######## block 1 ########
$ cat src/rtl/microwave.sv
// Microwave oven controller: keypad time entry, countdown and magnetron control.
// Ports:
//   clk          system clock, all state on rising edge
//   rst          synchronous active-high reset
//   kbd[9:0]     keypad level inputs, bit n = digit n
//   startn       start button, active-low level
//   stopn        stop/pause button, active-low level
//   clearn       clear button, active-low level
//   door_closed  1 = door closed
//   sec_ones_seg seconds-ones digit, 7-segment {g,f,e,d,c,b,a}
//   sec_tens_seg seconds-tens digit, same encoding
//   min_segs     minutes digit, same encoding
//   mag_on       magnetron enable, registered
// Build option: define MICROWAVE_SEG_ACTIVE_LOW_EN to invert all
// segment outputs for common-anode displays.
module microwave #(
    parameter int CLK_HZ = 100
) (
    input  logic       clk,
    input  logic       rst,
    input  logic [9:0] kbd,
    input  logic       startn,
    input  logic       stopn,
    input  logic       clearn,
    input  logic       door_closed,
    output logic [6:0] sec_ones_seg,
    output logic [6:0] sec_tens_seg,
    output logic [6:0] min_segs,
    output logic       mag_on
);

    localparam int PW = (CLK_HZ > 1) ? $clog2(CLK_HZ) : 1;
    localparam logic [PW-1:0] PRESC_MAX = PW'(CLK_HZ - 1);

    typedef enum logic [1:0] {
        IDLE  = 2'd0,
        COOK  = 2'd1,
        PAUSE = 2'd2
    } state_t;

    state_t state;

    // Time digits M:T:O
    logic [3:0] min_d;
    logic [3:0] tens_d;
    logic [3:0] ones_d;

    logic [PW-1:0] presc;
    logic [9:0]    kbd_q;

    logic [9:0] new_keys;
    logic       key_hit;
    logic [3:0] key_val;

    logic       time_zero;
    logic       last_sec;
    logic       tick;
    logic       halt_req;

    logic [3:0] dec_m;
    logic [3:0] dec_t;
    logic [3:0] dec_o;

    assign new_keys  = kbd & ~kbd_q;
    assign time_zero = (min_d == 4'd0) && (tens_d == 4'd0)
                       && (ones_d == 4'd0);
    assign last_sec  = (min_d == 4'd0) && (tens_d == 4'd0)
                       && (ones_d == 4'd1);
    assign tick      = (presc == PRESC_MAX);
    // Stop or open door both suspend cooking and block lower-priority inputs
    assign halt_req  = !stopn || !door_closed;

    // Several new keys in one cycle: lowest index wins, so scan downward
    always_comb begin
        key_hit = 1'b0;
        key_val = 4'd0;
        for (int i = 9; i >= 0; i--) begin
            if (new_keys[i]) begin
                key_hit = 1'b1;
                key_val = 4'(i);
            end
        end
    end

    // One-second decrement; tens may hold 6-9 and simply counts down from there
    always_comb begin
        dec_m = min_d;
        dec_t = tens_d;
        dec_o = ones_d;
        if (ones_d != 4'd0) begin
            dec_o = ones_d - 4'd1;
        end else if (tens_d != 4'd0) begin
            dec_t = tens_d - 4'd1;
            dec_o = 4'd9;
        end else if (min_d != 4'd0) begin
            dec_m = min_d - 4'd1;
            dec_t = 4'd5;
            dec_o = 4'd9;
        end
    end

    always_ff @(posedge clk) begin
        if (rst) begin
            state  <= IDLE;
            min_d  <= 4'd0;
            tens_d <= 4'd0;
            ones_d <= 4'd0;
            presc  <= '0;
            kbd_q  <= '0;
            mag_on <= 1'b0;
        end else begin
            kbd_q <= kbd;
            if (!clearn) begin
                state  <= IDLE;
                min_d  <= 4'd0;
                tens_d <= 4'd0;
                ones_d <= 4'd0;
                presc  <= '0;
                mag_on <= 1'b0;
            end else if (state == COOK) begin
                if (halt_req) begin
                    state  <= PAUSE;
                    mag_on <= 1'b0;
                end else if (tick) begin
                    presc  <= '0;
                    min_d  <= dec_m;
                    tens_d <= dec_t;
                    ones_d <= dec_o;
                    if (last_sec) begin
                        state  <= IDLE;
                        mag_on <= 1'b0;
                    end
                end else begin
                    presc <= presc + 1'b1;
                end
            end else begin
                if (halt_req) begin
                    state <= state;
                end else if (!startn) begin
                    if (!time_zero) begin
                        state  <= COOK;
                        presc  <= '0;
                        mag_on <= 1'b1;
                    end
                end else if (key_hit) begin
                    min_d  <= tens_d;
                    tens_d <= ones_d;
                    ones_d <= key_val;
                end
            end
        end
    end

    function automatic logic [6:0] seg7(input logic [3:0] d);
        logic [6:0] s;
        case (d)
            4'd0:    s = 7'h3F;
            4'd1:    s = 7'h06;
            4'd2:    s = 7'h5B;
            4'd3:    s = 7'h4F;
            4'd4:    s = 7'h66;
            4'd5:    s = 7'h6D;
            4'd6:    s = 7'h7D;
            4'd7:    s = 7'h07;
            4'd8:    s = 7'h7F;
            4'd9:    s = 7'h6F;
            default: s = 7'h00;
        endcase
`ifdef MICROWAVE_SEG_ACTIVE_LOW_EN
        return ~s;
`else
        return s;
`endif
    endfunction

    assign sec_ones_seg = seg7(ones_d);
    assign sec_tens_seg = seg7(tens_d);
    assign min_segs     = seg7(min_d);

endmodule

$ cat config.mk
export PLATFORM = sky130hd
export DESIGN_NAME = microwave
export DESIGN_NICKNAME = d
export VERILOG_FILES = /design/src/rtl/microwave.sv
export SDC_FILE = /design/constraint.sdc
export NUM_CORES = 1
export LEC_CHECK = 0
export ABC_AREA = 1
export CAP_MARGIN = 20
export CORE_MARGIN = 4
export CORE_UTILIZATION = 60
export CTS_BUF_LIST = sky130_fd_sc_hd__clkbuf_8
export DETAILED_ROUTE_END_ITERATION = 10
export PLACE_DENSITY = 0.93
export SYNTH_ARGS = -nofsm -noshare
export SYNTH_HDL_FRONTEND = slang
export SYNTH_SLANG_ARGS = --single-unit
$ cat constraint.sdc
create_clock -name clk -period 4.32 [get_ports clk]
set_clock_uncertainty 0.05 [all_clocks]
set_input_delay 0.864 -clock clk [delete_from_list [all_inputs] [get_ports clk]]
set_output_delay 0.864 -clock clk [all_outputs]
set_load 0.05 [all_outputs]
######## block 2 ########
**src/rtl/cavlc_mb_scheduler_if.sv**
```systemverilog
// Decoder-side handshake between the macroblock scheduler and the
// CAVLC 4x4-block decoder.
interface cavlc_mb_scheduler_if #(
    parameter int TCW = 5
);
    logic           CavlcEnable;
    logic [4:0]     nC;
    logic [3:0]     BlkIdx;
    logic           BlockDone;
    logic [TCW-1:0] TotalCoeffOut;

    modport master (
        output CavlcEnable, nC, BlkIdx,
        input  BlockDone, TotalCoeffOut
    );

    modport slave (
        input  CavlcEnable, nC, BlkIdx,
        output BlockDone, TotalCoeffOut
    );
endinterface

```
**src/rtl/cavlc_mb_scheduler.sv**
```systemverilog
// Macroblock sequencer for the CAVLC block decoder: walks 16 luma blocks,
// derives nC from neighbour TotalCoeff values and records each result.
module cavlc_mb_scheduler #(
    parameter int TIMEOUT_CYCLES = 1024,
    parameter int TCW = 5
) (
    input  logic                 Clk,
    input  logic                 nReset,
    input  logic                 MbStart,
    input  logic [3:0]           Cbp,
    input  logic                 LeftAvail,
    input  logic                 TopAvail,
    input  logic [4*TCW-1:0]     LeftTc,
    input  logic [4*TCW-1:0]     TopTc,
    cavlc_mb_scheduler_if.master dec,
    output logic                 MbBusy,
    output logic                 MbDone,
    output logic                 MbError,
    output logic [16*TCW-1:0]    MbTc
);
    localparam int CW = $clog2(TIMEOUT_CYCLES);

    typedef enum logic [2:0] {IDLE, SETUP, RUN, NEXT, DONE} state_t;

    state_t         state, stateNext;
    logic [3:0]     cbpQ;
    logic           leftAvailQ, topAvailQ;
    logic [4*TCW-1:0] leftTcQ, topTcQ;
    logic [3:0]     blkIdx;
    logic [4:0]     nCQ;
    logic [CW-1:0]  tmoCnt;
    logic           errQ;
    logic [TCW-1:0] tcTab [16];

    logic           coded, timeout;
    logic [1:0]     bx, by;
    logic [TCW-1:0] nA, nB;
    logic           aOk, bOk;
    logic [TCW:0]   sum;
    logic [4:0]     nCNew;

    function automatic logic [3:0] blkOf(logic [1:0] x, logic [1:0] y);
        return {y[1], x[1], y[0], x[0]};
    endfunction

    assign coded   = cbpQ[blkIdx[3:2]];
    assign timeout = (tmoCnt == CW'(TIMEOUT_CYCLES - 1));
    assign bx      = {blkIdx[2], blkIdx[0]};
    assign by      = {blkIdx[3], blkIdx[1]};

    // Inner neighbours come from this MB's table, edge ones from the latched context
    always_comb begin
        nA    = '0;
        nB    = '0;
        aOk   = 1'b0;
        bOk   = 1'b0;
        sum   = '0;
        nCNew = '0;
        if (bx != 2'd0) begin
            nA  = tcTab[blkOf(bx - 2'd1, by)];
            aOk = 1'b1;
        end else begin
            nA  = leftTcQ[TCW*by +: TCW];
            aOk = leftAvailQ;
        end
        if (by != 2'd0) begin
            nB  = tcTab[blkOf(bx, by - 2'd1)];
            bOk = 1'b1;
        end else begin
            nB  = topTcQ[TCW*bx +: TCW];
            bOk = topAvailQ;
        end
        sum = {1'b0, nA} + {1'b0, nB} + (TCW+1)'(1);
        unique case ({aOk, bOk})
            2'b11:   nCNew = 5'(sum[TCW:1]);
            2'b10:   nCNew = 5'(nA);
            2'b01:   nCNew = 5'(nB);
            default: nCNew = '0;
        endcase
    end

    always_ff @(posedge Clk) begin
        if (!nReset) state <= IDLE;
        else         state <= stateNext;
    end

    always_comb begin
        stateNext = state;
        unique case (state)
            IDLE:    if (MbStart) stateNext = SETUP;
            SETUP:   stateNext = coded ? RUN : NEXT;
            RUN: begin
                if (dec.BlockDone)  stateNext = NEXT;
                else if (timeout)   stateNext = IDLE;
            end
            NEXT:    stateNext = (blkIdx == 4'd15) ? DONE : SETUP;
            DONE:    stateNext = IDLE;
            default: stateNext = IDLE;
        endcase
    end

    always_ff @(posedge Clk) begin
        if (!nReset) begin
            cbpQ       <= '0;
            leftAvailQ <= 1'b0;
            topAvailQ  <= 1'b0;
            leftTcQ    <= '0;
            topTcQ     <= '0;
            blkIdx     <= '0;
            nCQ        <= '0;
            tmoCnt     <= '0;
            errQ       <= 1'b0;
            for (int i = 0; i < 16; i++) tcTab[i] <= '0;
        end else begin
            errQ <= 1'b0;
            unique case (state)
                IDLE: begin
                    if (MbStart) begin
                        cbpQ       <= Cbp;
                        leftAvailQ <= LeftAvail;
                        topAvailQ  <= TopAvail;
                        leftTcQ    <= LeftTc;
                        topTcQ     <= TopTc;
                        blkIdx     <= '0;
                        for (int i = 0; i < 16; i++) tcTab[i] <= '0;
                    end
                end
                SETUP: begin
                    nCQ <= nCNew;
                    if (!coded) tcTab[blkIdx] <= '0;
                end
                RUN: begin
                    if (dec.BlockDone) begin
                        tcTab[blkIdx] <= dec.TotalCoeffOut;
                    end else if (timeout) begin
                        errQ   <= 1'b1;
                        blkIdx <= '0;
                        tmoCnt <= '0;
                    end else begin
                        tmoCnt <= tmoCnt + 1'b1;
                    end
                end
                NEXT: begin
                    tmoCnt <= '0;
                    if (blkIdx != 4'd15) blkIdx <= blkIdx + 4'd1;
                end
                DONE:    blkIdx <= '0;
                default: blkIdx <= '0;
            endcase
        end
    end

    assign dec.CavlcEnable = (state == RUN);
    assign dec.nC          = nCQ;
    assign dec.BlkIdx      = blkIdx;
    assign MbBusy          = (state != IDLE);
    assign MbDone          = (state == DONE);
    assign MbError         = errQ;

    always_comb begin
        MbTc = '0;
        for (int k = 0; k < 16; k++) MbTc[TCW*k +: TCW] = tcTab[k];
    end
endmodule

```
**src/flat_wrapper.sv**
```systemverilog
// flat-port wrapper written by rule: the top's interface ports become plain ports
module cavlc_mb_scheduler_flat 
#(
    parameter int TIMEOUT_CYCLES = 1024,
    parameter int TCW = 5
)
  (Clk, nReset, MbStart, Cbp, LeftAvail, TopAvail, LeftTc, TopTc, MbBusy, MbDone, MbError, MbTc, dec_CavlcEnable, dec_nC, dec_BlkIdx, dec_BlockDone, dec_TotalCoeffOut);
  cavlc_mb_scheduler_if #(.TCW(TCW)) dec_i ();
  input  logic Clk;
  input  logic nReset;
  input  logic MbStart;
  input  logic [3:0] Cbp;
  input  logic LeftAvail;
  input  logic TopAvail;
  input  logic [4*TCW-1:0] LeftTc;
  input  logic [4*TCW-1:0] TopTc;
  output logic MbBusy;
  output logic MbDone;
  output logic MbError;
  output logic [16*TCW-1:0] MbTc;
  output wire logic [$bits(dec_i.CavlcEnable)-1:0] dec_CavlcEnable;
  output wire logic [$bits(dec_i.nC)-1:0] dec_nC;
  output wire logic [$bits(dec_i.BlkIdx)-1:0] dec_BlkIdx;
  input wire logic [$bits(dec_i.BlockDone)-1:0] dec_BlockDone;
  input wire logic [$bits(dec_i.TotalCoeffOut)-1:0] dec_TotalCoeffOut;
  assign dec_CavlcEnable = dec_i.CavlcEnable;
  assign dec_nC = dec_i.nC;
  assign dec_BlkIdx = dec_i.BlkIdx;
  assign dec_i.BlockDone = dec_BlockDone;
  assign dec_i.TotalCoeffOut = dec_TotalCoeffOut;
  cavlc_mb_scheduler #(.TIMEOUT_CYCLES(TIMEOUT_CYCLES), .TCW(TCW)) u_core (.Clk(Clk), .nReset(nReset), .MbStart(MbStart), .Cbp(Cbp), .LeftAvail(LeftAvail), .TopAvail(TopAvail), .LeftTc(LeftTc), .TopTc(TopTc), .dec(dec_i), .MbBusy(MbBusy), .MbDone(MbDone), .MbError(MbError), .MbTc(MbTc));
endmodule
```
**config.mk**
```make
export PLATFORM = sky130hd
export DESIGN_NAME = cavlc_mb_scheduler_flat
export DESIGN_NICKNAME = d
export VERILOG_FILES = /design/src/rtl/cavlc_mb_scheduler_if.sv /design/src/rtl/cavlc_mb_scheduler.sv /design/src/flat_wrapper.sv
export SDC_FILE = /design/constraint.sdc
export NUM_CORES = 1
export LEC_CHECK = 0
export ABC_CLOCK_PERIOD_IN_PS = 5200
export CAP_MARGIN = 10
export CORE_AREA = 2 2 128 130
export DETAILED_ROUTE_END_ITERATION = 8
export DIE_AREA = 0 0 130 132
export GPL_ROUTABILITY_DRIVEN = 0
export PLACE_DENSITY = 0.76
export SETUP_SLACK_MARGIN = 0.02
export SYNTH_ARGS = -nofsm -noshare
export SYNTH_HDL_FRONTEND = slang
export SYNTH_SLANG_ARGS = --single-unit
```
**constraint.sdc**
```tcl
create_clock -name Clk -period 5.2 [get_ports Clk]
set_input_delay 0.78 -clock Clk [delete_from_list [all_inputs] [get_ports Clk]]
set_output_delay 0.78 -clock Clk [all_outputs]
set_load 0.02 [all_outputs]
```
######## block 3 ########
`src/rtl/frame_arbiter.sv`:
```
// Arbitrates one single-port frame RAM between painter reads (priority) and buffered
// capture writes, with a starvation guard that forces a write slot when the FIFO stays full.
module frame_arbiter #(
  parameter int ADDR_W       = 15,
  parameter int DATA_W       = 8,
  parameter int FIFO_DEPTH   = 4,
  parameter int STARVE_LIMIT = 64
) (
  input  logic              clk50,
  input  logic              rst_n,
  input  logic              rd_req,
  input  logic [ADDR_W-1:0] rd_addr,
  output logic              rd_grant,
  output logic              rd_valid,
  output logic [DATA_W-1:0] rd_data,
  input  logic              wr_valid,
  input  logic [ADDR_W-1:0] wr_addr,
  input  logic [DATA_W-1:0] wr_data,
  output logic              wr_ready,
  output logic [ADDR_W-1:0] ram_addr,
  output logic              ram_we,
  output logic [DATA_W-1:0] ram_wdata,
  input  logic [DATA_W-1:0] ram_rdata,
  output logic [7:0]        starve_cnt
);

  localparam int PTR_W = $clog2(FIFO_DEPTH);
  localparam int CNT_W = PTR_W + 1;
  localparam int TMR_W = $clog2(STARVE_LIMIT + 1);

  typedef enum logic {ARB_NORMAL, ARB_FORCE} arb_state_e;

  typedef struct packed {
    logic [ADDR_W-1:0] addr;
    logic [DATA_W-1:0] data;
  } wr_entry_t;

  wr_entry_t         fifo_q [FIFO_DEPTH];
  wr_entry_t         fifo_d [FIFO_DEPTH];
  logic [PTR_W-1:0]  wr_ptr_q, wr_ptr_d, rd_ptr_q, rd_ptr_d;
  logic [CNT_W-1:0]  count_q, count_d;
  logic [TMR_W-1:0]  tmr_q, tmr_d;
  logic [7:0]        starve_cnt_q, starve_cnt_d;
  logic              wr_ready_q, wr_ready_d;
  logic              rd_valid_q;
  arb_state_e        state_q, state_d;

  logic      fifo_empty, fifo_full, push, rd_slot, wr_slot;
  wr_entry_t head;

  always_comb begin
    fifo_empty = (count_q == '0);
    fifo_full  = (count_q == CNT_W'(FIFO_DEPTH));
    push       = wr_valid & wr_ready_q;
    head       = fifo_q[rd_ptr_q];
    rd_slot    = (state_q == ARB_NORMAL) & rd_req;
    // No RAM write while reset is asserted: queued entries are being discarded.
    wr_slot    = rst_n & ~fifo_empty & ((state_q == ARB_FORCE) | ~rd_req);

    rd_grant  = rd_slot;
    ram_we    = wr_slot;
    ram_addr  = rd_slot ? rd_addr : (wr_slot ? head.addr : '0);
    ram_wdata = wr_slot ? head.data : '0;

    fifo_d = fifo_q;
    if (push) fifo_d[wr_ptr_q] = '{addr: wr_addr, data: wr_data};
    wr_ptr_d   = wr_ptr_q + PTR_W'(push);
    rd_ptr_d   = rd_ptr_q + PTR_W'(wr_slot);
    count_d    = count_q + CNT_W'(push) - CNT_W'(wr_slot);
    wr_ready_d = (count_d < CNT_W'(FIFO_DEPTH));

    state_d      = ARB_NORMAL;
    tmr_d        = '0;
    starve_cnt_d = starve_cnt_q;
    if (state_q == ARB_FORCE) begin
      if (starve_cnt_q != 8'hFF) starve_cnt_d = starve_cnt_q + 8'd1;
    end else if (fifo_full && rd_req) begin
      // Timer value k means k earlier blocked cycles; force after STARVE_LIMIT of them.
      if (tmr_q == TMR_W'(STARVE_LIMIT - 1)) state_d = ARB_FORCE;
      else                                   tmr_d   = tmr_q + TMR_W'(1);
    end
  end

  always_ff @(posedge clk50) begin
    if (!rst_n) begin
      wr_ptr_q     <= '0;
      rd_ptr_q     <= '0;
      count_q      <= '0;
      tmr_q        <= '0;
      starve_cnt_q <= '0;
      wr_ready_q   <= 1'b0;
      rd_valid_q   <= 1'b0;
      state_q      <= ARB_NORMAL;
    end else begin
      wr_ptr_q     <= wr_ptr_d;
      rd_ptr_q     <= rd_ptr_d;
      count_q      <= count_d;
      tmr_q        <= tmr_d;
      starve_cnt_q <= starve_cnt_d;
      wr_ready_q   <= wr_ready_d;
      rd_valid_q   <= rd_grant;
      state_q      <= state_d;
    end
    fifo_q <= fifo_d;
  end

  assign wr_ready   = wr_ready_q;
  assign rd_valid   = rd_valid_q;
  assign rd_data    = rd_valid_q ? ram_rdata : '0;
  assign starve_cnt = starve_cnt_q;

endmodule

```
`config.mk`:
```
export PLATFORM = sky130hd
export DESIGN_NAME = frame_arbiter
export DESIGN_NICKNAME = d
export VERILOG_FILES = /design/src/rtl/frame_arbiter.sv
export SDC_FILE = /design/constraint.sdc
export NUM_CORES = 1
export LEC_CHECK = 0
export CAP_MARGIN = 20
export CORE_UTILIZATION = 30
export CTS_BUF_LIST = sky130_fd_sc_hd__clkbuf_8
export CTS_CLUSTER_DIAMETER = 50
export CTS_CLUSTER_SIZE = 40
export DETAILED_ROUTE_END_ITERATION = 16
export PLACE_DENSITY = 0.6
export REMOVE_ABC_BUFFERS = 1
export SYNTH_ARGS = -nofsm -noshare
export SYNTH_HDL_FRONTEND = slang
export SYNTH_SLANG_ARGS = --single-unit
```
`constraint.sdc`:
```
create_clock -name clk50 -period 2.95 [get_ports clk50]
set_input_delay 0.295 -clock clk50 [delete_from_list [all_inputs] [get_ports clk50]]
set_output_delay 0.295 -clock clk50 [all_outputs]
set_load 0.01 [all_outputs]
```
######## block 4 ########
$ cat src/rtl/coax_spi_control_pkg.sv
// Shared types and constants for the coax SPI command controller.
package coax_control_pkg;

  // Controller states.
  typedef enum logic [2:0] {
    IDLE,
    CMD,
    TX_HI,
    TX_LO,
    RX_WORD,
    RX_LO,
    STATUS,
    DISCARD
  } state_e;

  // Default command bytes.
  localparam logic [7:0] CMD_TX_DEF     = 8'h04;
  localparam logic [7:0] CMD_RX_DEF     = 8'h05;
  localparam logic [7:0] CMD_STATUS_DEF = 8'h01;

  // Byte returned to the host when the RX FIFO had nothing to pop.
  localparam logic [7:0] EMPTY_MARK = 8'h80;

  // Bit positions inside the status byte.
  localparam int STAT_TX_FULL   = 7;
  localparam int STAT_RX_EMPTY  = 6;
  localparam int STAT_RX_ACTIVE = 5;
  localparam int STAT_TX_ACTIVE = 4;
  localparam int STAT_RX_ERR    = 3;
  localparam int STAT_TX_OVF    = 2;

endpackage

$ cat src/rtl/coax_spi_control_if.sv
// Bus bundle between the SPI byte slave, the coax TX/RX FIFOs and the controller.
// slave  : the controller's view.
// master : the environment's view (SPI slave + FIFOs).
interface coax_spi_control_if #(
  parameter int DATA_WIDTH = 10
);
  logic                  spi_cs;
  logic [7:0]            spi_rx_data;
  logic                  spi_rx_strobe;
  logic [7:0]            spi_tx_data;
  logic [DATA_WIDTH-1:0] tx_data;
  logic                  tx_load;
  logic                  tx_full;
  logic                  tx_active;
  logic [DATA_WIDTH-1:0] rx_data;
  logic                  rx_empty;
  logic                  rx_read;
  logic                  rx_active;
  logic                  rx_error;

  modport slave (
    input  spi_cs, spi_rx_data, spi_rx_strobe,
    input  tx_full, tx_active, rx_data, rx_empty, rx_active, rx_error,
    output spi_tx_data, tx_data, tx_load, rx_read
  );

  modport master (
    output spi_cs, spi_rx_data, spi_rx_strobe,
    output tx_full, tx_active, rx_data, rx_empty, rx_active, rx_error,
    input  spi_tx_data, tx_data, tx_load, rx_read
  );
endinterface

$ cat src/rtl/coax_spi_control.sv
// SPI command controller: decodes the frame command byte, packs byte pairs
// into DATA_WIDTH-bit TX words and unpacks RX words into byte pairs.
// Optional build macro: COAX_CONTROL_STATUS_EN enables the status command
// and the status-read clear of the sticky flags.
module coax_spi_control
  import coax_control_pkg::*;
#(
  parameter int         DATA_WIDTH = 10,
  parameter logic [7:0] CMD_TX     = CMD_TX_DEF,
  parameter logic [7:0] CMD_RX     = CMD_RX_DEF,
  parameter logic [7:0] CMD_STATUS = CMD_STATUS_DEF
) (
  input logic               clk,
  input logic               reset,
  coax_spi_control_if.slave bus
);

  state_e                state_q;
  logic [DATA_WIDTH-9:0] hi_q;       // only the bits that reach the word
  logic [7:0]            lo_q;       // low byte of the last popped word
  logic [7:0]            spi_tx_data_q;
  logic [DATA_WIDTH-1:0] tx_data_q;
  logic                  tx_load_q;
  logic                  rx_read_q;
  logic                  tx_ovf_q;
  logic                  rx_err_s_q;

  // High byte of an RX word: {0, err, zero pad, upper word bits}.
  function automatic logic [7:0] rx_hi_byte(input logic [DATA_WIDTH-1:0] w,
                                            input logic err);
    logic [7:0] b;
    b = '0;
    b[6] = err;
    b[DATA_WIDTH-9:0] = w[DATA_WIDTH-1:8];
    return b;
  endfunction

  function automatic logic [7:0] status_byte(input logic err_s, input logic ovf);
    logic [7:0] b;
    b = '0;
    b[STAT_TX_FULL]   = bus.tx_full;
    b[STAT_RX_EMPTY]  = bus.rx_empty;
    b[STAT_RX_ACTIVE] = bus.rx_active;
    b[STAT_TX_ACTIVE] = bus.tx_active;
    b[STAT_RX_ERR]    = err_s;
    b[STAT_TX_OVF]    = ovf;
    return b;
  endfunction

  logic                  strobe;
  logic                  rx_err_now;
  logic [7:0]            rx_entry_byte;
  logic [DATA_WIDTH-1:0] tx_word;

  // Shared values for RX-word entry and TX word assembly.
  always_comb begin
    strobe        = bus.spi_rx_strobe;
    rx_err_now    = bus.rx_error | rx_err_s_q;
    rx_entry_byte = bus.rx_empty ? EMPTY_MARK : rx_hi_byte(bus.rx_data, rx_err_now);
    tx_word       = {hi_q, bus.spi_rx_data};
  end

`ifndef COAX_CONTROL_STATUS_EN
  // Activity flags only feed the status byte.
  logic unused_status_inputs;
  assign unused_status_inputs = bus.tx_active | bus.rx_active;
`endif

  // Frame FSM with registered outputs and sticky error flags.
  always_ff @(posedge clk or posedge reset) begin
    if (reset) begin
      state_q       <= IDLE;
      hi_q          <= '0;
      lo_q          <= 8'h00;
      spi_tx_data_q <= 8'h00;
      tx_data_q     <= '0;
      tx_load_q     <= 1'b0;
      rx_read_q     <= 1'b0;
      tx_ovf_q      <= 1'b0;
      rx_err_s_q    <= 1'b0;
    end else begin
      tx_load_q <= 1'b0;
      rx_read_q <= 1'b0;
      if (bus.spi_cs) begin
        state_q <= IDLE;
      end else begin
        case (state_q)
          IDLE: state_q <= CMD;
          CMD: if (strobe) begin
            if (bus.spi_rx_data == CMD_TX) begin
              state_q <= TX_HI;
            end else if (bus.spi_rx_data == CMD_RX) begin
              state_q       <= RX_WORD;
              spi_tx_data_q <= rx_entry_byte;
              lo_q          <= bus.rx_empty ? 8'h00 : bus.rx_data[7:0];
              rx_read_q     <= ~bus.rx_empty;
`ifdef COAX_CONTROL_STATUS_EN
            end else if (bus.spi_rx_data == CMD_STATUS) begin
              state_q       <= STATUS;
              spi_tx_data_q <= status_byte(rx_err_s_q, tx_ovf_q);
`endif
            end else begin
              state_q <= DISCARD;
            end
          end
          TX_HI: if (strobe) begin
            hi_q    <= bus.spi_rx_data[DATA_WIDTH-9:0];
            state_q <= TX_LO;
          end
          TX_LO: if (strobe) begin
            if (!bus.tx_full) begin
              tx_data_q <= tx_word;
              tx_load_q <= 1'b1;
            end else begin
              tx_ovf_q <= 1'b1;
            end
            state_q <= TX_HI;
          end
          RX_WORD: if (strobe) begin
            spi_tx_data_q <= lo_q;
            state_q       <= RX_LO;
          end
          RX_LO: if (strobe) begin
            state_q       <= RX_WORD;
            spi_tx_data_q <= rx_entry_byte;
            lo_q          <= bus.rx_empty ? 8'h00 : bus.rx_data[7:0];
            rx_read_q     <= ~bus.rx_empty;
          end
`ifdef COAX_CONTROL_STATUS_EN
          STATUS: if (strobe) begin
            // A completed status read clears the flags; a same-cycle error still sets.
            tx_ovf_q      <= 1'b0;
            rx_err_s_q    <= 1'b0;
            spi_tx_data_q <= status_byte(bus.rx_error, 1'b0);
          end
`endif
          DISCARD: state_q <= DISCARD;
          default: state_q <= IDLE;
        endcase
      end
      if (bus.rx_error) rx_err_s_q <= 1'b1;
    end
  end

  assign bus.spi_tx_data = spi_tx_data_q;
  assign bus.tx_data     = tx_data_q;
  assign bus.tx_load     = tx_load_q;
  assign bus.rx_read     = rx_read_q;

endmodule

$ cat src/flat_wrapper.sv
// flat-port wrapper written by rule: the top's interface ports become plain ports
module coax_spi_control_flat import coax_control_pkg::*;
#(
  parameter int         DATA_WIDTH = 10,
  parameter logic [7:0] CMD_TX     = CMD_TX_DEF,
  parameter logic [7:0] CMD_RX     = CMD_RX_DEF,
  parameter logic [7:0] CMD_STATUS = CMD_STATUS_DEF
)
  (clk, reset, bus_spi_cs, bus_spi_rx_data, bus_spi_rx_strobe, bus_tx_full, bus_tx_active, bus_rx_data, bus_rx_empty, bus_rx_active, bus_rx_error, bus_spi_tx_data, bus_tx_data, bus_tx_load, bus_rx_read);
  coax_spi_control_if #(.DATA_WIDTH(DATA_WIDTH)) bus_i ();
  input logic clk;
  input logic reset;
  input wire logic [$bits(bus_i.spi_cs)-1:0] bus_spi_cs;
  input wire logic [$bits(bus_i.spi_rx_data)-1:0] bus_spi_rx_data;
  input wire logic [$bits(bus_i.spi_rx_strobe)-1:0] bus_spi_rx_strobe;
  input wire logic [$bits(bus_i.tx_full)-1:0] bus_tx_full;
  input wire logic [$bits(bus_i.tx_active)-1:0] bus_tx_active;
  input wire logic [$bits(bus_i.rx_data)-1:0] bus_rx_data;
  input wire logic [$bits(bus_i.rx_empty)-1:0] bus_rx_empty;
  input wire logic [$bits(bus_i.rx_active)-1:0] bus_rx_active;
  input wire logic [$bits(bus_i.rx_error)-1:0] bus_rx_error;
  output wire logic [$bits(bus_i.spi_tx_data)-1:0] bus_spi_tx_data;
  output wire logic [$bits(bus_i.tx_data)-1:0] bus_tx_data;
  output wire logic [$bits(bus_i.tx_load)-1:0] bus_tx_load;
  output wire logic [$bits(bus_i.rx_read)-1:0] bus_rx_read;
  assign bus_i.spi_cs = bus_spi_cs;
  assign bus_i.spi_rx_data = bus_spi_rx_data;
  assign bus_i.spi_rx_strobe = bus_spi_rx_strobe;
  assign bus_i.tx_full = bus_tx_full;
  assign bus_i.tx_active = bus_tx_active;
  assign bus_i.rx_data = bus_rx_data;
  assign bus_i.rx_empty = bus_rx_empty;
  assign bus_i.rx_active = bus_rx_active;
  assign bus_i.rx_error = bus_rx_error;
  assign bus_spi_tx_data = bus_i.spi_tx_data;
  assign bus_tx_data = bus_i.tx_data;
  assign bus_tx_load = bus_i.tx_load;
  assign bus_rx_read = bus_i.rx_read;
  coax_spi_control #(.DATA_WIDTH(DATA_WIDTH), .CMD_TX(CMD_TX), .CMD_RX(CMD_RX), .CMD_STATUS(CMD_STATUS)) u_core (.clk(clk), .reset(reset), .bus(bus_i));
endmodule
$ cat config.mk
export PLATFORM = sky130hd
export DESIGN_NAME = coax_spi_control_flat
export DESIGN_NICKNAME = d
export VERILOG_FILES = /design/src/rtl/coax_spi_control_pkg.sv /design/src/rtl/coax_spi_control_if.sv /design/src/rtl/coax_spi_control.sv /design/src/flat_wrapper.sv
export SDC_FILE = /design/constraint.sdc
export NUM_CORES = 1
export LEC_CHECK = 0
export ABC_AREA = 1
export CAP_MARGIN = 20
export CORE_ASPECT_RATIO = 2
export CORE_UTILIZATION = 30
export CTS_CLUSTER_DIAMETER = 80
export CTS_CLUSTER_SIZE = 8
export DETAILED_ROUTE_END_ITERATION = 8
export PLACE_DENSITY = 0.64
export SYNTH_ARGS = -nofsm -noshare
export SYNTH_HDL_FRONTEND = slang
export SYNTH_SLANG_ARGS = --single-unit
$ cat constraint.sdc
create_clock -name clk -period 1.64 [get_ports clk]
set_input_delay 0.164 -clock clk [delete_from_list [all_inputs] [get_ports clk]]
set_output_delay 0.164 -clock clk [all_outputs]
set_load 0.03 [all_outputs]

==> screenshots <==
Routing congestion.
shot_01.png
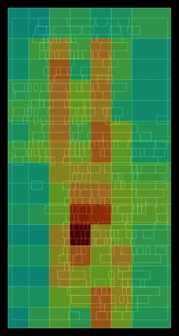
shot_02.png
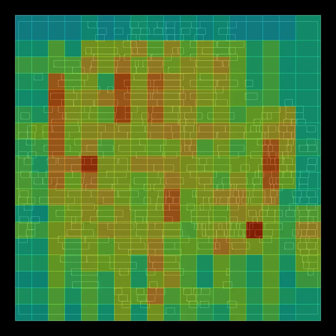
shot_03.png
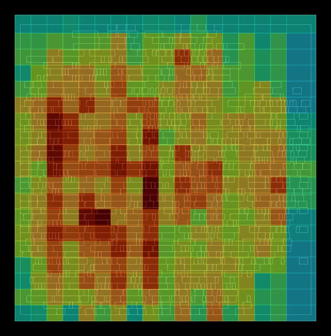
shot_04.png
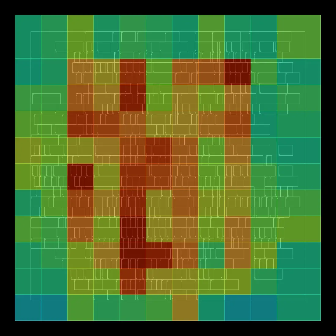
Block 4 is shot_01.png.
Block 3 is shot_02.png.
Block 1 is shot_04.png.
Block 2 is shot_03.png.

Figure 1. Clock network drawn from the DEF (block 3).
(4 px per um)
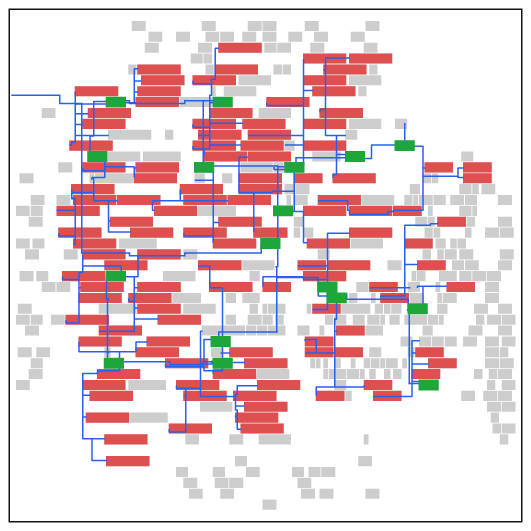
[clock wires] blue | length: 1410 um
[flip-flops] red | count: 117
[cells driving clock nets] green | count: 17
routed clock nets: 18
Clock Power: 1410 uW
clk latency late pin: 0.42 ns
Clock Power Share: 34.1%
Clock Skews: 0.00741 ns

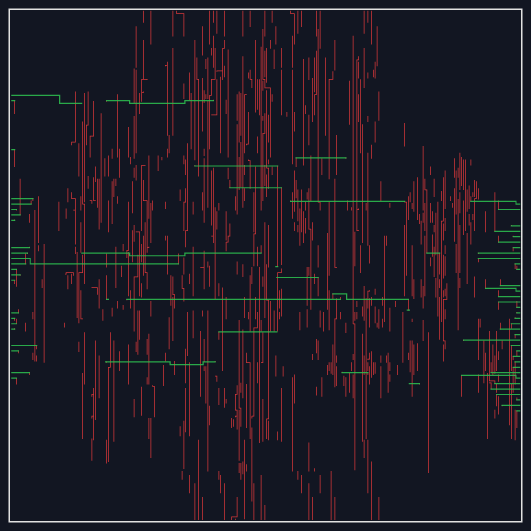
Figure 2: block 3, wiring by layer.
(4 px per um) Only two layers are drawn.
[met2] red | wire length: 4930 um
[met3] green | wire length: 561 um
final wirelength: 9890 um
routed via count: 2809
Total Routing Usage GR: 13.0%
DR WL/cell: 16.3 um

==> CHANGELOG.md, block 3 <==
### Metrics

- DR DRC count: 0
- Cts hold-fix bufs: 0
- Final estimated routing congestion in global placement: between 0.7 and 0.8
- Final Slew Violations: 0
- Flop share of the area: roughly half
- Hold WS: 0.463 ns
- Net Sw Frac: 25.9%
- Hold Crit Start: tmr_q[0]
- Post-CTS setup buffers: 0
- # Cells Yosys: between 200 and 300
- #MultiIn Comb: between 100 and 150
- Leakage power total: 0.00212 uW
- Worst setup path endpoint: ram_addr[6]
- R2R Path Start: count_q[1]
- Fin crit period: 2.72 ns
- R2R Setup Slk: around 0.44 ns
- Max cap viols: 0
- Clk cell area share: 6.15%
- Chip area: about 16000 sq um
- Setup-failing EPs final: 0
- Final hold violation count: 0
- Synth warn: 0
- Mux share: between 10% and 20%
- Share of cells above drive strength 1: between 15 and 20%
- Number of diodes: 0
- Initial antenna violation count: 0
- Int Pwr: roughly 3100 uW
- Seq group: between 1500 and 2000 uW
- Cell area power density: between 600 and 700 nW/um^2
- Worst hold path type: reg -> reg
- Flop Count: 117
- Placement Setup Slack: approximately 0.42 ns
- Maximum clock path buffer count: 2
- Main logic family after synthesis: multiplexers
- Xor/xnor share: about 1.3%
- Global route overflow: 0
- H-Tree Depth: 4
- Worst path top cell family by delay: buffers and inverters
- Cell with the most instances after synthesis: edfxtp_1
- Area growth from synthesis to layout: 33.9%
- Reg with most FFs: fifo_q
- Sequential Area: between 3000 and 4000 sq um
- Startpoint types: flip-flop
- Die width: 128 um
- Wl on met1: approximately 4300 um
- First-pass GRT wire length: ~15000 um
- Status: complete, no violations
- Data buffer area share: about 17%
- Placed Instances: between 500 and 600
- CP bufs+invs: 2
- DR WL met3: roughly 560 um
- NetSw: 1080 uW
- Non-clock buffers: about 110
- Post-synth top cells: 92 x edfxtp_1, 25 x dfxtp_1, 20 x and2_1
- Crit share post-route: between 90% and 100%
- Synth area leader: edfxtp_1
- Setup crit end kind: primary output
- Non-CTS inverters: 6
- Port bufs: between 90 and 100
- Busiest grt layer: met2
- Compound Share, Synth: around 5.3%
- Kind of critical path: reg -> out
- Met2 WL: ~4900 um
- Synth Area per Inst: ~18 sq um
- Hold endpoint: tmr_q[0]
- Count of library flops with an enable pin: ~92
- Tap cells: around 210
- Critical path, cell by cell: nor3_1 > nor3_4 > buf_4 > a22o_1 > clkdlybuf4s50_1
- Number of flip-flops in the largest register: around 92
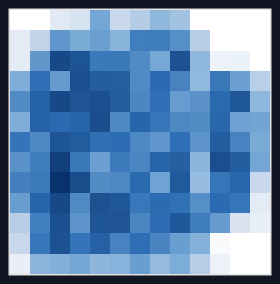
Figure 3: block 2, placement density heat map.
(2 px per um) 13 x 13 tiles, from white (low) to dark blue (high), 0 to 100% covered.
fullest tile: 99%
nearly empty tiles: 8.3%
tiles over 75% full: 28%
final core utilization: 62.9%
Starting Density: 49.0%
core area: 15700 sq um

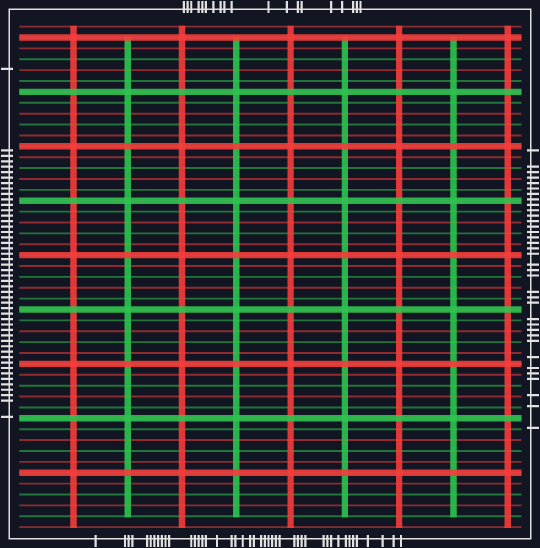
Figure 4: block 2, floorplan with the power grid.
(4 px per um) Pins as bars on the die edge.
[VDD] green
[VSS] red
rows: 46
met5 straps: 9
met4 straps: 9
VDD IR max: 0.000275 V
die width: 130 um
Die Height: 132 um

==> CHANGELOG.md, block 2 <==
### Metrics

- Post-synthesis sequential area ratio: 49.1%
- Final wirelength: 22400 um
- Placed inst area: a little over 9000 sq um
- Part of the power in registers: 42.1%
- Asr flop ratio synth: 0%
- Flop share of the area: 38.3%
- Worst hold path type: reg -> reg
- R2R Setup Slk: roughly 1.4 ns
- Layout Nets: 920
- Layout fillers: about 1200
- Post-synth top cells: 151 x nand2_1, 109 x nor2_1, 80 x edfxtp_1
- Post-CTS Resized: 0
- Status: complete, no violations
- CTS tree: yes
- Final setup margin: between 1 and 1.5 ns
- Final Slew Violations: 0
- Xor/xnor share: between 1 and 1.5%
- Area leader share: 31.2%
- DR WL/cell: 20.7 um
- Initial antenna violation count: 0
- Setup crit end kind: flip-flop
- Routing usage on met3: 6.45%
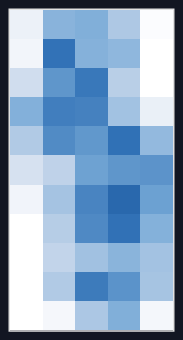
Figure 5: block 4, placement density heat map.
(3 px per um) 5 x 11 tiles, from white (low) to dark blue (high), 0 to 100% covered.
nearly empty tiles: 13%
mean over tiles: 38%
emptiest ninth of the die: south-west
Starting Density: 31.5%
core area: 5230 sq um

==> CHANGELOG.md, block 4 <==
### Metrics

- Cts hold-fix bufs: 0
- Max-slew headroom: between 70% and 80%
- Row cnt: 37
- Routing usage on met2: 24.0%
- Post-synthesis sequential area ratio: between 50% and 60%
- Most frequent logic cells in the routed design: 68 x nand2_1, 44 x clkdlybuf4s50_1, 34 x dfrtp_1
- Comb gate area: about 680 sq um
- Die Height: 107 um
- Status: complete, no violations
- Port bufs: about 44
- First-pass GRT wire length: a little under 6000 um
- CTS sink cnt: 34
- Placed Instances: 309
- Dominant Register Cell: dfrtp_1
- Least-Margin Pin Slew: around 0.43 ns
- VDD IR max: approximately 0.00076 V
- FF-to-FF path depth: 7
- Vias/cell: 4.49
- Drt pass-1 iters: 4
- CP arrival: 1.32 ns
- Comb pwr share: between 40 and 50%
- Mapped Cells: roughly 200
- CTS tree: yes
- Final estimated routing congestion in global placement: slightly above 0.8
- DR DRC count: 0
- Data buffer area share: about a fifth
- Layout fillers: about 550
- Non-CTS inverters: 28
- Part of the power in registers: between 30% and 40%
- H-Tree Depth: 2
- Final cell count without fillers: between 300 and 400
- Met2 WL: about 1900 um
- Yosys synthesis chip area: around 1600 sq um
- Comb/total area: a little under a third
- Critical path required time: 1.48 ns
- R2R Setup Slk: approximately 0.18 ns
- Post-CTS Resized: 0
- Adder-cell area share of the yosys netlist: 0%
- Xor/xnor share: 0%
- Ys flops: 34
- Critical path origin: u_core.bus.tx_data[1]
- Maximum clock path buffer count: 2
- Post-synth net total: 233
- DR WL met3: between 100 and 150 um
- I/O Pins: 47
- Power Total: roughly 3400 uW
- Cell with the most instances after synthesis: nand2_1
- Design area: 2270 sq um
- Slowest stage delay, CP: about 0.69 ns
- Met1 Use GR: 13.6%
- Flop Count: 34
- Largest cell class: registers
- Clk cell area share: 4.02%
- Die width: between 50 and 60 um
- Net Sw Frac: about two fifths
- Final setup margin: 0.154 ns
- Synth Cell Area: between 1500 and 2000 sq um
- Highest-count logic cell in the final layout: nand2_1
- Startpoint types: flip-flop
- Sequential Area: approximately 850 sq um
- Global route overflow: 0
- Max cap viols: 0
- Worst hold path type: in -> async
- Total Routing Usage GR: 13.8%
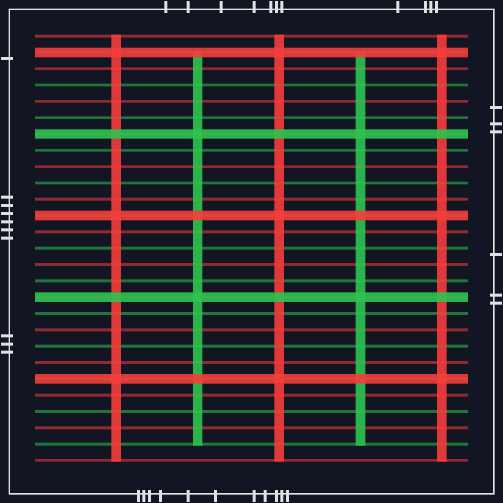
Figure 6: block 1, floorplan with the power grid.
(6 px per um) Pins as bars on the die edge.
[VDD] green
[VSS] red
met4 straps: 5
met1 rails: 27
Die Height: 80.5 um
die width: 80.5 um

==> CHANGELOG.md, block 1 <==
### Metrics

- Kind of critical path: in -> reg
- Count of tool warnings: ~42
- DRT iter0 DRCs: approximately 190
- Post-synth top cells: 133 x nand2_1, 75 x inv_1, 52 x dfxtp_1
- H-Tree Depth: 2
- Final wirelength: between 6000 and 7000 um
- Startpoint types: input port
- VDD IR max: 0.000183 V
- Critical path required time: 4.47 ns
- Data buffer area share: around a tenth
- Initial antenna violation count: 0
- Largest cell class: multi-input combinational cells
- Max Clk Rate: between 0.3 and 0.4 GHz
- NetSw: ~270 uW
- Final setup margin: between 1 and 1.5 ns
- Routed via count: a little under 3000
- Final hold violation count: 0
- Synth Cell Area: 3150 sq um
- Synth area leader: dfxtp_1
- Drt pass-1 iters: 5
- Maximum clock path buffer count: 2
- Wl on met1: between 2000 and 3000 um
- Final cell count without fillers: approximately 570
- Most used cell along the critical path: nand2_1
- Xor/xnor share: between 1 and 1.5%
- Int Pwr: a little over 700 uW
- Placement Setup Slack: ~0.91 ns
- Status: complete, no violations
- Port bufs: 37
- P_comb: approximately 160 uW
- Setup crit end kind: flip-flop

######## block 5 ########
Figure 7. Clock network drawn from the DEF (block 5).
(4 px per um)
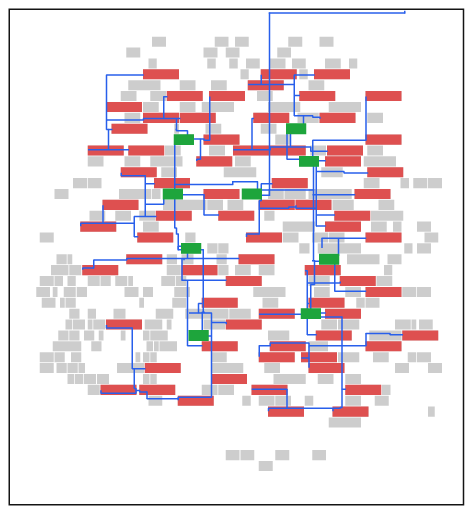
Figure 8. Placement density heat map (block 5).
(2 px per um) 11 x 12 tiles, from white (low) to dark blue (high), 0 to 100% covered.
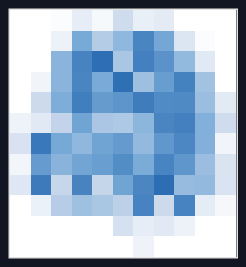
### src/rtl/instr_prefetch_queue_if.sv
// Handshake bundle between the instruction ROM, the prefetch queue and decode.
// The queue is the slave side; the fetch/decode environment is the master side.
interface instr_prefetch_queue_if #(
    parameter int IW = 16,
    parameter int CW = 3
);
    logic [IW-1:0] in_instr;
    logic          in_valid;
    logic          in_ready;
    logic [IW-1:0] out_instr;
    logic          out_valid;
    logic          out_ready;
    logic          flush;
    logic [CW-1:0] count;

    modport master (
        output in_instr, in_valid, out_ready, flush,
        input  in_ready, out_instr, out_valid, count
    );

    modport slave (
        input  in_instr, in_valid, out_ready, flush,
        output in_ready, out_instr, out_valid, count
    );
endinterface

### src/rtl/instr_prefetch_queue.sv
// Small FIFO between instruction ROM and decode; flush discards contents on redirect.
// Registered storage only, so a pushed word is visible to decode one cycle later.
module instr_prefetch_queue #(
    parameter int IW    = 16,
    parameter int DEPTH = 4,
    parameter int CW    = $clog2(DEPTH + 1)
) (
    input logic                   clk,
    input logic                   rstn,
    instr_prefetch_queue_if.slave bus
);
    localparam int PW = $clog2(DEPTH);

    logic [IW-1:0] mem_q [DEPTH];
    logic [PW-1:0] wr_ptr_q, wr_ptr_d;
    logic [PW-1:0] rd_ptr_q, rd_ptr_d;
    logic [CW-1:0] count_q, count_d;
    logic          full, empty, push, pop;

    assign full  = (count_q == CW'(DEPTH));
    assign empty = (count_q == '0);
    // Acceptance depends on stored state only: no slot is freed by a same-cycle pop.
    assign push  = bus.in_valid && !full && !bus.flush;
    assign pop   = !empty && bus.out_ready && !bus.flush;

    always_comb begin
        wr_ptr_d = wr_ptr_q;
        rd_ptr_d = rd_ptr_q;
        count_d  = count_q;
        if (bus.flush) begin
            wr_ptr_d = '0;
            rd_ptr_d = '0;
            count_d  = '0;
        end else begin
            if (push) wr_ptr_d = wr_ptr_q + PW'(1);
            if (pop)  rd_ptr_d = rd_ptr_q + PW'(1);
            case ({push, pop})
                2'b10:   count_d = count_q + CW'(1);
                2'b01:   count_d = count_q - CW'(1);
                default: count_d = count_q;
            endcase
        end
    end

    always_ff @(posedge clk or negedge rstn) begin
        if (!rstn) begin
            wr_ptr_q <= '0;
            rd_ptr_q <= '0;
            count_q  <= '0;
        end else begin
            wr_ptr_q <= wr_ptr_d;
            rd_ptr_q <= rd_ptr_d;
            count_q  <= count_d;
        end
    end

    // Storage survives flush; only reset clears it.
    always_ff @(posedge clk or negedge rstn) begin
        if (!rstn) begin
            for (int i = 0; i < DEPTH; i++) mem_q[i] <= '0;
        end else if (push) begin
            mem_q[wr_ptr_q] <= bus.in_instr;
        end
    end

    assign bus.in_ready  = !full;
    assign bus.out_valid = !empty;
    assign bus.out_instr = empty ? '0 : mem_q[rd_ptr_q];
    assign bus.count     = count_q;

    count_bound_a: assert property (@(posedge clk) disable iff (!rstn) count_q <= CW'(DEPTH));
endmodule
### src/flat_wrapper.sv
// flat-port wrapper written by rule: the top's interface ports become plain ports
module instr_prefetch_queue_flat 
#(
    parameter int IW    = 16,
    parameter int DEPTH = 4,
    parameter int CW    = $clog2(DEPTH + 1)
)
  (clk, rstn, bus_in_instr, bus_in_valid, bus_out_ready, bus_flush, bus_in_ready, bus_out_instr, bus_out_valid, bus_count);
  instr_prefetch_queue_if #(.IW(IW), .CW(CW)) bus_i ();
  input logic clk;
  input logic rstn;
  input wire logic [$bits(bus_i.in_instr)-1:0] bus_in_instr;
  input wire logic [$bits(bus_i.in_valid)-1:0] bus_in_valid;
  input wire logic [$bits(bus_i.out_ready)-1:0] bus_out_ready;
  input wire logic [$bits(bus_i.flush)-1:0] bus_flush;
  output wire logic [$bits(bus_i.in_ready)-1:0] bus_in_ready;
  output wire logic [$bits(bus_i.out_instr)-1:0] bus_out_instr;
  output wire logic [$bits(bus_i.out_valid)-1:0] bus_out_valid;
  output wire logic [$bits(bus_i.count)-1:0] bus_count;
  assign bus_i.in_instr = bus_in_instr;
  assign bus_i.in_valid = bus_in_valid;
  assign bus_i.out_ready = bus_out_ready;
  assign bus_i.flush = bus_flush;
  assign bus_in_ready = bus_i.in_ready;
  assign bus_out_instr = bus_i.out_instr;
  assign bus_out_valid = bus_i.out_valid;
  assign bus_count = bus_i.count;
  instr_prefetch_queue #(.IW(IW), .DEPTH(DEPTH), .CW(CW)) u_core (.clk(clk), .rstn(rstn), .bus(bus_i));
endmodule
### config.mk
export PLATFORM = sky130hd
export DESIGN_NAME = instr_prefetch_queue_flat
export DESIGN_NICKNAME = d
export VERILOG_FILES = /design/src/rtl/instr_prefetch_queue_if.sv /design/src/rtl/instr_prefetch_queue.sv /design/src/flat_wrapper.sv
export SDC_FILE = /design/constraint.sdc
export NUM_CORES = 1
export LEC_CHECK = 0
export ABC_CLOCK_PERIOD_IN_PS = 2900
export CORE_ASPECT_RATIO = 1.1
export CORE_MARGIN = 5
export CORE_UTILIZATION = 30
export CTS_BUF_LIST = sky130_fd_sc_hd__clkbuf_8
export CTS_CLUSTER_SIZE = 14
export DETAILED_ROUTE_END_ITERATION = 12
export MAX_ROUTING_LAYER = met4
export PLACE_DENSITY_LB_ADDON = 0.2
export SYNTH_ARGS = -nofsm -noshare
export SYNTH_HDL_FRONTEND = slang
export SYNTH_SLANG_ARGS = --single-unit
### constraint.sdc
create_clock -name clk -period 2.9 [get_ports clk]
set_input_delay 0.58 -clock clk [delete_from_list [all_inputs] [get_ports clk]]
set_output_delay 0.58 -clock clk [all_outputs]
set_load 0.01 [all_outputs]
==> CHANGELOG.md <==
### Metrics

- Status: complete, no violations
- Data buffer area share: 11.6%
- Main logic family after synthesis: multiplexers
- Worst path top cell family by delay: buffers and inverters
- Flop Count: just over 70
- Adder-cell area share of the yosys netlist: about 2%
- Seq group: around 1400 uW
- Largest net degree at the start of global routing: 26
- Busiest grt layer: met2
- Port bufs: around 41
- Post-CTS Resized: 0
- CTS tree: yes
- Count of library flops with an enable pin: 0
- Post-CTS setup buffers: 0
- Num CTS Buffers: 9
- Dominant Register Cell: dfrtp_1
- # Cells Yosys: about 240
- Total Routing Usage GR: a little under an eighth
- Total negative slack: 0 ns
- Yosys simple share: ~7.7%
- Sequential Area: 1780 sq um
- Unrepaired setup endpoints after global routing: no
- Part of the power in registers: a little over two fifths
- Asr flop ratio synth: 100%
- Highest-delay cell along the critical path: dfrtp_1
- CP arrival: approximately 2.2 ns
- DR WL met3: roughly 220 um
- Number of flip-flops in the largest register: around 64
- Area leader share: 50.6%
- Yosys cell types: 39
- Clk latency late pin: ~0.34 ns
- Clk cell area share: just over 6%
- Global route overflow: 0
- First-pass GRT wire length: between 10000 and 15000 um
- Vias in the first global route: around 2300
- Synth Cell Area: about 3500 sq um
- Placed Instances: ~430
- Yosys synthesis chip area: approximately 3500 sq um
- Main area contributors: dfrtp_1 51%, mux2_2 17%, mux4_2 10%
- #MultiIn Comb: around 150
- H-Tree Depth: 3
- Post-synthesis sequential area ratio: 50.6%
- Drt pass-1 iters: 4
- Chip area: roughly 14000 sq um
- Int Pwr: around 2500 uW
- Vias/cell: 4.83
- Final hold violation count: 0
- Crit path max fanout: 12
- Leakage power total: 0.00184 uW
- Post-synth top cells: 71 x dfrtp_1, 54 x mux2_2, 17 x nor2b_1
- Cell area power density: around 760 nW/um^2
- Setup crit end kind: primary output
- Post-synth net total: 265
Notes on Figure 7 above:
[clock wires] blue | length: 982 um
[flip-flops] red | count: 71
[cells driving clock nets] green | count: 9
routed clock nets: 10
Clock Power: 1060 uW
Clock Skews: 0.00798 ns

Notes on Figure 8 above:
tiles over 75% full: 0.80%
fullest tile: 75%
mean over tiles: 30%
core area: 11500 sq um
Starting Density: 30.6%
final core utilization: 38.2%



==> notes/layouts.md <==
Pictures saved along the way, in no particular order.

Clock network drawn from the DEF.
Plate I
(8 px per um)
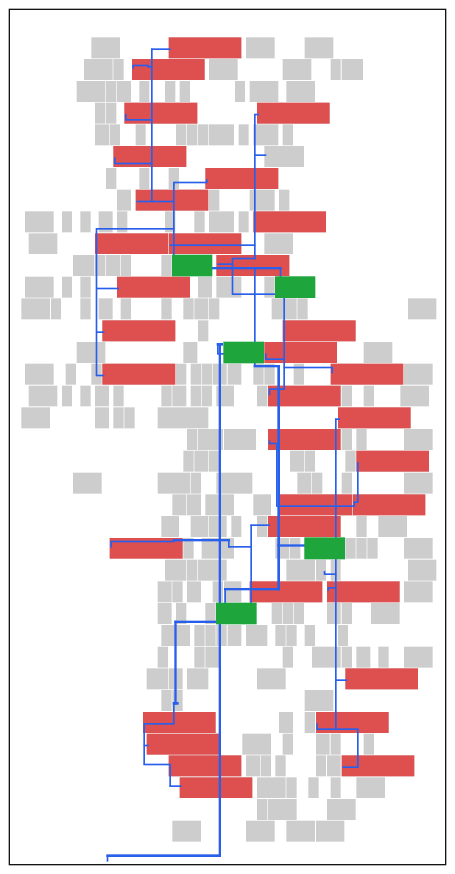
Plate II
(4 px per um)
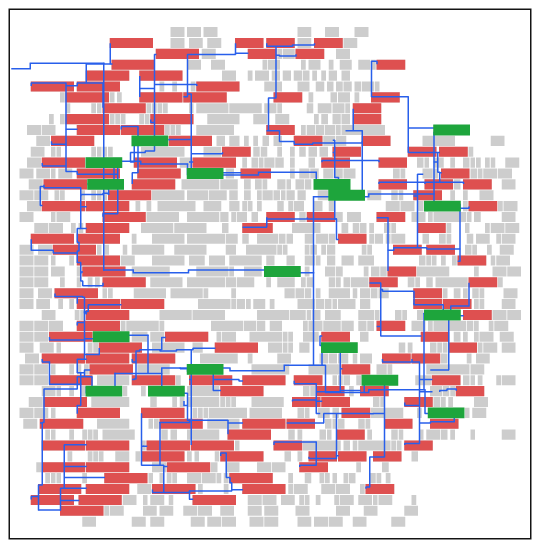
Plate III
(8 px per um)
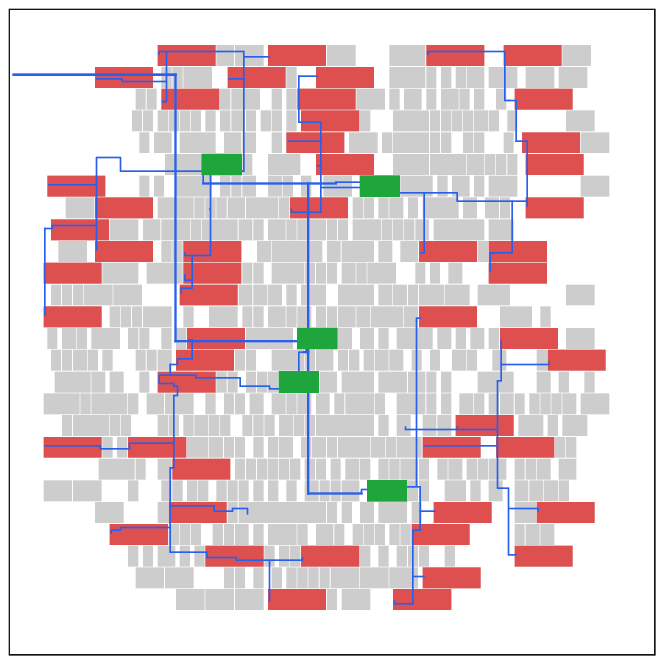
| picture | from |
|---|---|
| Plate III | block 1 |
| Plate II | block 2 |
| Plate I | block 4 |
- largest die: Plate II

Key to Plate II:
[flip-flops] red | count: 149
[clock wires] blue | length: 1840 um
[cells driving clock nets] green | count: 17
flops lie: spread over the die

Power is estimated from default activity; no workload was simulated.
